# ---- ones_frame_accumulator ----
**ones_frame_accumulator: logic cells by family**

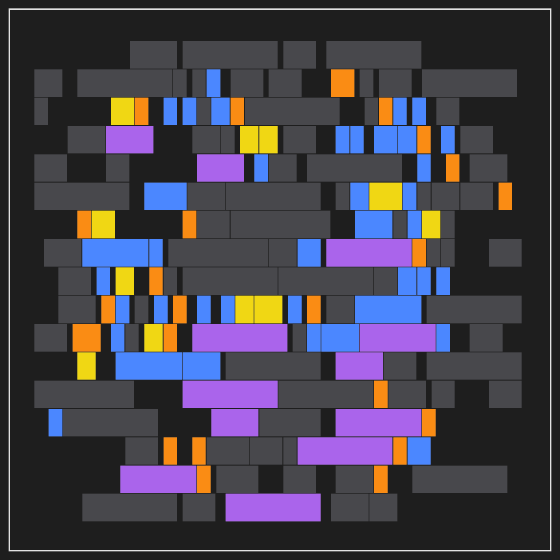
**ones_frame_accumulator: clock network drawn from the DEF**

Scale bar: 20 um.
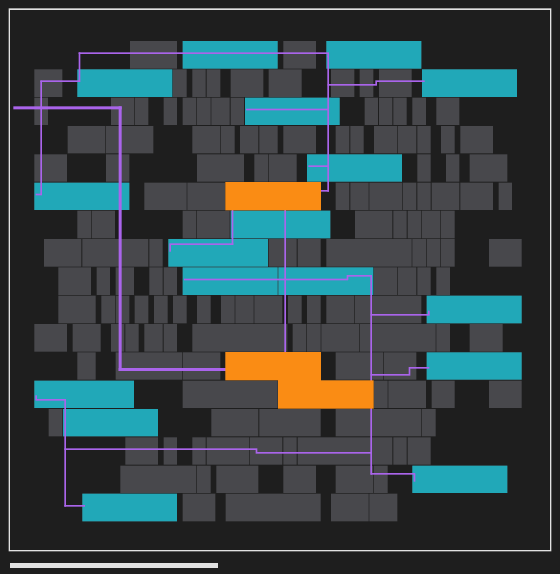
--- config.mk ---
export PLATFORM = sky130hd
export DESIGN_NAME = ones_frame_accumulator
export DESIGN_NICKNAME = d
export VERILOG_FILES = /design/src/rtl/ones_acc_pkg.sv /design/src/rtl/ones_count7.sv /design/src/rtl/ones_frame_accumulator.sv
export SDC_FILE = /design/constraint.sdc
export NUM_CORES = 1
export LEC_CHECK = 0
export ABC_AREA = 1
export ABC_CLOCK_PERIOD_IN_PS = 1700
export CAP_MARGIN = 20
export CORE_MARGIN = 2
export CORE_UTILIZATION = 47
export CTS_BUF_LIST = sky130_fd_sc_hd__clkbuf_16
export CTS_CLUSTER_DIAMETER = 50
export DETAILED_ROUTE_END_ITERATION = 10
export GPL_TIMING_DRIVEN = 0
export HOLD_SLACK_MARGIN = 0.15
export PLACE_DENSITY = 0.78
export SETUP_SLACK_MARGIN = 0.05
export SYNTH_ARGS = -nofsm -noshare
export SYNTH_HDL_FRONTEND = slang
export SYNTH_SLANG_ARGS = --single-unit
--- constraint.sdc ---
create_clock -name clk -period 1.7 [get_ports clk]
set_input_delay 0.255 -clock clk [delete_from_list [all_inputs] [get_ports clk]]
set_output_delay 0.255 -clock clk [all_outputs]
set_load 0.05 [all_outputs]
--- src/rtl/ones_acc_pkg.sv ---
// Shared types and widths for the ones frame accumulator.
package ones_acc_pkg;

    typedef enum logic [1:0] {IDLE, ACCUM, HOLD} ones_acc_state_t;

    localparam int WORD_W = 7;
    localparam int POP_W  = 3;

endpackage

--- src/rtl/ones_count7.sv ---
// Combinational population count of one 7-bit word (0..7).
module ones_count7
    import ones_acc_pkg::*;
(
    input  logic [WORD_W-1:0] i_word,
    output logic [POP_W-1:0]  o_count
);

    always_comb begin
        o_count = '0;
        for (int i = 0; i < WORD_W; i++) begin
            o_count = o_count + POP_W'(i_word[i]);
        end
    end

endmodule

--- src/rtl/ones_frame_accumulator.sv ---
// Sums popcounts of 7-bit words over a frame (closed by in_last or MAX_WORDS) and holds the
// result on a valid/ready output. Define ACC_SATURATE_EN to clamp the sum instead of wrapping.
module ones_frame_accumulator
    import ones_acc_pkg::*;
#(
    parameter  int ACC_W     = 8,
    parameter  int MAX_WORDS = 16,
    localparam int CNT_W     = $clog2(MAX_WORDS + 1)
) (
    input  logic              clk,
    input  logic              rst,
    input  logic [WORD_W-1:0] in_word,
    input  logic              in_valid,
    input  logic              in_last,
    output logic              in_ready,
    output logic [ACC_W-1:0]  out_count,
    output logic [CNT_W-1:0]  out_words,
    output logic              out_sat,
    output logic              out_valid,
    input  logic              out_ready,
    output logic              busy
);

    ones_acc_state_t  r_state;
    logic [ACC_W-1:0] r_acc;
    logic [CNT_W-1:0] r_words;
    logic             r_out_valid;
    logic             r_busy;

    logic [POP_W-1:0] w_pop;
    logic             w_accept;
    logic             w_close;
    logic             w_out_hs;
    logic [ACC_W-1:0] w_acc_next;

    ones_count7 u_count (
        .i_word  (in_word),
        .o_count (w_pop)
    );

    // Input side is open in every state except HOLD, which is exactly when out_valid is set.
    assign in_ready  = ~r_out_valid;
    assign w_accept  = in_valid & in_ready;
    assign w_close   = in_last | (r_words == CNT_W'(MAX_WORDS - 1));
    assign w_out_hs  = r_out_valid & out_ready;

    assign out_count = r_acc;
    assign out_words = r_words;
    assign out_valid = r_out_valid;
    assign busy      = r_busy;

`ifdef ACC_SATURATE_EN
    logic [ACC_W:0] w_sum;
    logic           r_sat;

    // The extra carry bit detects overflow; clamp to all-ones and flag it for the frame.
    assign w_sum      = {1'b0, r_acc} + (ACC_W + 1)'(w_pop);
    assign w_acc_next = w_sum[ACC_W] ? '1 : w_sum[ACC_W-1:0];
    assign out_sat    = r_sat;

    always_ff @(posedge clk or posedge rst) begin
        if (rst) begin
            r_sat <= 1'b0;
        end else if (w_out_hs) begin
            r_sat <= 1'b0;
        end else if (w_accept && w_sum[ACC_W]) begin
            r_sat <= 1'b1;
        end
    end
`else
    assign w_acc_next = r_acc + ACC_W'(w_pop);
    assign out_sat    = 1'b0;
`endif

    always_ff @(posedge clk or posedge rst) begin
        if (rst) begin
            r_state     <= IDLE;
            r_acc       <= '0;
            r_words     <= '0;
            r_out_valid <= 1'b0;
            r_busy      <= 1'b0;
        end else begin
            case (r_state)
                IDLE, ACCUM: begin
                    if (w_accept) begin
                        r_acc   <= w_acc_next;
                        r_words <= r_words + CNT_W'(1);
                        if (w_close) begin
                            r_state     <= HOLD;
                            r_out_valid <= 1'b1;
                            r_busy      <= 1'b0;
                        end else begin
                            r_state <= ACCUM;
                            r_busy  <= 1'b1;
                        end
                    end
                end
                HOLD: begin
                    if (out_ready) begin
                        r_state     <= IDLE;
                        r_acc       <= '0;
                        r_words     <= '0;
                        r_out_valid <= 1'b0;
                    end
                end
                default: begin
                    r_state     <= IDLE;
                    r_out_valid <= 1'b0;
                    r_busy      <= 1'b0;
                end
            endcase
        end
    end

endmodule
==> impl_metrics.ini <==
; generated from flow reports
[status]
status = finished with violations
violations = negative setup slack

[route]
dr_total_vias = 932
first_pass_iters = 4
m1WireLength_um = 1100

[logic_synthesis]
syn_avg_cell_area_um2 = 8.43
ys_cells = 128
edf_count = 0
top_area_cell = dfrtp_1
synth_cells = 128
synthDistinctLibCells = 24

[sta]
setup_viol = 8
hold_viol = 0
setup_slack_ns = -1.38

[final_layout]
logic_area_um2 = 658
largest_register_ff_count = 8
## Picture notes: 'logic cells by family' of ones_frame_accumulator
Key: purple = adder and majority cells [cells 12]; orange = inverters [cells 23, most used inv_1]; yellow = inverting AOI/OAI gates [cells 11]; blue = NAND gates [cells 39, most used nand2_1]

## Picture notes: 'clock network drawn from the DEF' of ones_frame_accumulator
Key: orange = cells driving clock nets [count 3]; purple = clock wires [length 265 um]; cyan = flip-flops [count 17]
Position of the flops: widely spread.
Final Skew: 0.00247 ns
Worst-Skew Late Latency: 0.25 ns
Clk power: 466 uW
Clock power frac: 14.4%

## cells by family (layout without fill, tap and decap cells)
logic type	after synthesis	in the layout	share of synthesized area, %
multiplexers	1	1	0.928
buffers and inverters	24	61	8.93
AND/OR/NAND/NOR	59	59	25.6
XOR/XNOR	1	1	0.812
flip-flops	17	17	39.4
adder cells (fa/ha/maj)	12	12	16.7
AND-OR/OR-AND	13	13	7.19
other	1	1	0.348
## timing repair
item                                    in CTS  in global routing
hold buffers                                 0                  0
gates resized                               30                  9
buffers inserted                             2                  4
pin swaps                                   13                 10
endpoints found under the setup margin      23                 11

# ---- alu_arbiter ----
$ cat config.mk
export PLATFORM = sky130hd
export DESIGN_NAME = alu_arbiter
export DESIGN_NICKNAME = d
export VERILOG_FILES = /design/src/rtl/alu_arbiter.sv
export SDC_FILE = /design/constraint.sdc
export NUM_CORES = 1
export LEC_CHECK = 0
export CAP_MARGIN = 20
export CORE_UTILIZATION = 38
export DETAILED_ROUTE_END_ITERATION = 10
export PLACE_DENSITY_LB_ADDON = 0.05
export SETUP_SLACK_MARGIN = 0.15
export SLEW_MARGIN = 10
export SYNTH_ARGS = -nofsm -noshare
export SYNTH_HDL_FRONTEND = slang
export SYNTH_SLANG_ARGS = --single-unit
$ cat constraint.sdc
create_clock -name clk -period 2.4 [get_ports clk]
set_input_delay 0.48 -clock clk [delete_from_list [all_inputs] [get_ports clk]]
set_output_delay 0.48 -clock clk [all_outputs]
set_load 0.01 [all_outputs]
$ cat src/rtl/alu_arbiter.sv
// alu_arbiter
//   Shares one external ALU between two requesters. A single transaction is
//   in flight at a time: IDLE grants one requester, EXEC gives the ALU one
//   cycle with the latched operands, and RESP holds the captured result until
//   the owning requester takes it. When both request at once, a round-robin
//   pointer picks the winner and then flips to the other port after each
//   completed response.
// Ports
//   clk, reset                : clock, synchronous active-high reset
//   reqN_valid/ready          : request handshake, N = 0/1
//   reqN_sel, reqN_a, reqN_b  : opcode and operands
//   rspN_valid/ready          : response handshake
//   rspN_result, rspN_zero    : captured result and branch flag
//   alu_sel, alu_a, alu_b     : drive the shared ALU (from latched registers)
//   alu_out, alu_zero         : shared ALU results
//   busy                      : high whenever a transaction is in flight
//   done_count                : completed-transaction counter (wraps)
module alu_arbiter #(
  parameter int DATA_W = 16,
  parameter int SEL_W  = 4
) (
  input  logic              clk,
  input  logic              reset,
  input  logic              req0_valid,
  output logic              req0_ready,
  input  logic [SEL_W-1:0]  req0_sel,
  input  logic [DATA_W-1:0] req0_a,
  input  logic [DATA_W-1:0] req0_b,
  input  logic              req1_valid,
  output logic              req1_ready,
  input  logic [SEL_W-1:0]  req1_sel,
  input  logic [DATA_W-1:0] req1_a,
  input  logic [DATA_W-1:0] req1_b,
  output logic              rsp0_valid,
  input  logic              rsp0_ready,
  output logic [DATA_W-1:0] rsp0_result,
  output logic              rsp0_zero,
  output logic              rsp1_valid,
  input  logic              rsp1_ready,
  output logic [DATA_W-1:0] rsp1_result,
  output logic              rsp1_zero,
  output logic [SEL_W-1:0]  alu_sel,
  output logic [DATA_W-1:0] alu_a,
  output logic [DATA_W-1:0] alu_b,
  input  logic [DATA_W-1:0] alu_out,
  input  logic              alu_zero,
  output logic              busy,
  output logic [15:0]       done_count
);

  localparam logic [SEL_W-1:0] OP_DIV = SEL_W'(4'h3);
  localparam logic [SEL_W-1:0] OP_BEQ = SEL_W'(4'hE);
  localparam logic [SEL_W-1:0] OP_BNE = SEL_W'(4'hF);

  typedef enum logic [1:0] {IDLE = 2'd0, EXEC = 2'd1, RESP = 2'd2} state_t;

  state_t            state;
  logic              rr;
  logic              owner;
  logic [SEL_W-1:0]  sel_q;
  logic [DATA_W-1:0] a_q;
  logic [DATA_W-1:0] b_q;
  logic [DATA_W-1:0] result_q;
  logic              zero_q;

  logic any_valid;
  logic grant;
  logic rsp_take;

  // Grant selection: a lone requester wins outright, a tie goes to rr.
  always_comb begin
    any_valid = req0_valid | req1_valid;
    if (req0_valid && req1_valid) begin
      grant = rr;
    end else if (req1_valid) begin
      grant = 1'b1;
    end else begin
      grant = 1'b0;
    end
  end

  // Readys are only offered in IDLE and only to the granted port, so at most
  // one handshake can occur and it always coincides with any_valid.
  assign req0_ready = (state == IDLE) && any_valid && !grant;
  assign req1_ready = (state == IDLE) && any_valid &&  grant;
  assign rsp_take   = owner ? rsp1_ready : rsp0_ready;

  assign alu_sel     = sel_q;
  assign alu_a       = a_q;
  assign alu_b       = b_q;
  assign rsp0_result = result_q;
  assign rsp1_result = result_q;
  assign rsp0_zero   = zero_q;
  assign rsp1_zero   = zero_q;

  // Transaction FSM with registered busy/valid outputs and counters.
  always_ff @(posedge clk) begin
    if (reset) begin
      state      <= IDLE;
      rr         <= 1'b0;
      owner      <= 1'b0;
      sel_q      <= '0;
      a_q        <= '0;
      b_q        <= '0;
      result_q   <= '0;
      zero_q     <= 1'b0;
      done_count <= 16'd0;
      busy       <= 1'b0;
      rsp0_valid <= 1'b0;
      rsp1_valid <= 1'b0;
    end else begin
      case (state)
        IDLE: begin
          if (any_valid) begin
            owner <= grant;
            sel_q <= grant ? req1_sel : req0_sel;
            a_q   <= grant ? req1_a   : req0_a;
            b_q   <= grant ? req1_b   : req0_b;
            busy  <= 1'b1;
            state <= EXEC;
          end
        end
        EXEC: begin
          // Division by zero never trusts the ALU: all-ones, flag clear.
          if ((sel_q == OP_DIV) && (b_q == '0)) begin
            result_q <= '1;
            zero_q   <= 1'b0;
          end else begin
            result_q <= alu_out;
            zero_q   <= ((sel_q == OP_BEQ) || (sel_q == OP_BNE)) ? alu_zero : 1'b0;
          end
          rsp0_valid <= ~owner;
          rsp1_valid <= owner;
          state      <= RESP;
        end
        RESP: begin
          if (rsp_take) begin
            rsp0_valid <= 1'b0;
            rsp1_valid <= 1'b0;
            busy       <= 1'b0;
            rr         <= ~owner;
            done_count <= done_count + 16'd1;
            state      <= IDLE;
          end
        end
        default: begin
          rsp0_valid <= 1'b0;
          rsp1_valid <= 1'b0;
          busy       <= 1'b0;
          state      <= IDLE;
        end
      endcase
    end
  end

endmodule

**alu_arbiter: met4 routing**

Supply wires on this layer in grey.
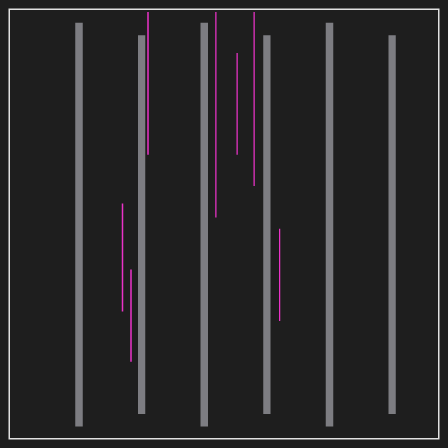
The longest straight run is 44.2 um. The layer carries 197 um of wire.

==> cells by family (layout without fill, tap and decap cells) <==
family	after synthesis	count (layout)	share of synthesized area, %
AOI/OAI and AO/OA	75	75	19.5
xor gates and xnor gates	8	8	2.24
adders and majority gates	1	1	0.400
buffers and inverters	44	213	7.44
DFF	76	76	48.6
muxes	6	6	2.04
and+or+nand+nor	138	138	19.8
==> layer usage <==
metal / global-route usage (%) / vias to the layer above / part of all wire, %
li1: - / 1575 / -
met1: 28.1 / 1564 / 42
met2: 39.7 / 147 / 48
met3: 5.99 / 16 / 8.2
met4: 7.95 / 0 / 1.9
met5: 0 / - / 0
==> impl_metrics.ini <==
; generated from flow reports
[worst_setup_path]
worstPathArrival_ns = 1.56
r2r_start = state[0]$_SDFFE_PP0P_

[power_and_ir_drop]
finalPower_uw = 3240
p_comb_share_pct = 25.7
p_sw_share_pct = 27.8
vdd_drop_max_v = 0.000317

[floorplanning]
die-area_mm2 = 0.00860

[logic_synthesis]
syn_nets = 444
synth_area_mm2 = 0.00313

[final_layout]
comb.multi_input.count = 228
final_util_pct = 65.9
buffer_area_share_pct = 37.6

[status]
status = complete, no violations

[placed_design]
pre_cts_ws_ns = 0.0793

[sta]
skew_ns = 0.0174
setup_slack_ns = 0.357


## Gallery

Cell sizes after repair.
Scale bar: 20 um.
shot_01.png
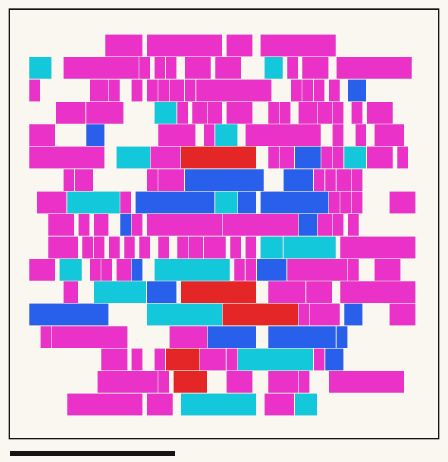
shot_02.png
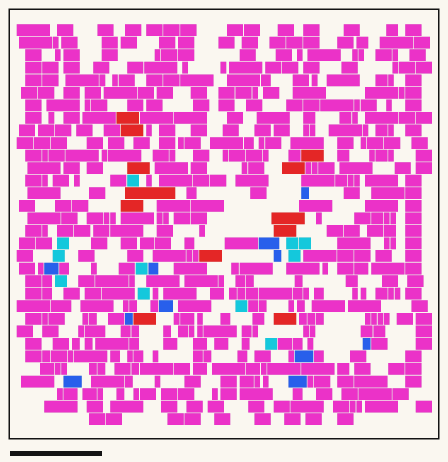
Of these, largest die: shot_02.png
Of these, most cells: shot_02.png
- shot_02.png = alu_arbiter
- shot_01.png = ones_frame_accumulator

Key to shot_02.png:
Key: red = drive 6 and up [cells 12, share 2.3%, most used clkbuf_8]; blue = drive 2 [cells 11, share 2.1%]; cyan = drive 3 to 4 [cells 11, share 2.1%, most used buf_4]; magenta = drive 1 or less [cells 483, share 93%, most used clkdlybuf4s50_1]

Power and IR drop assume default switching activity.
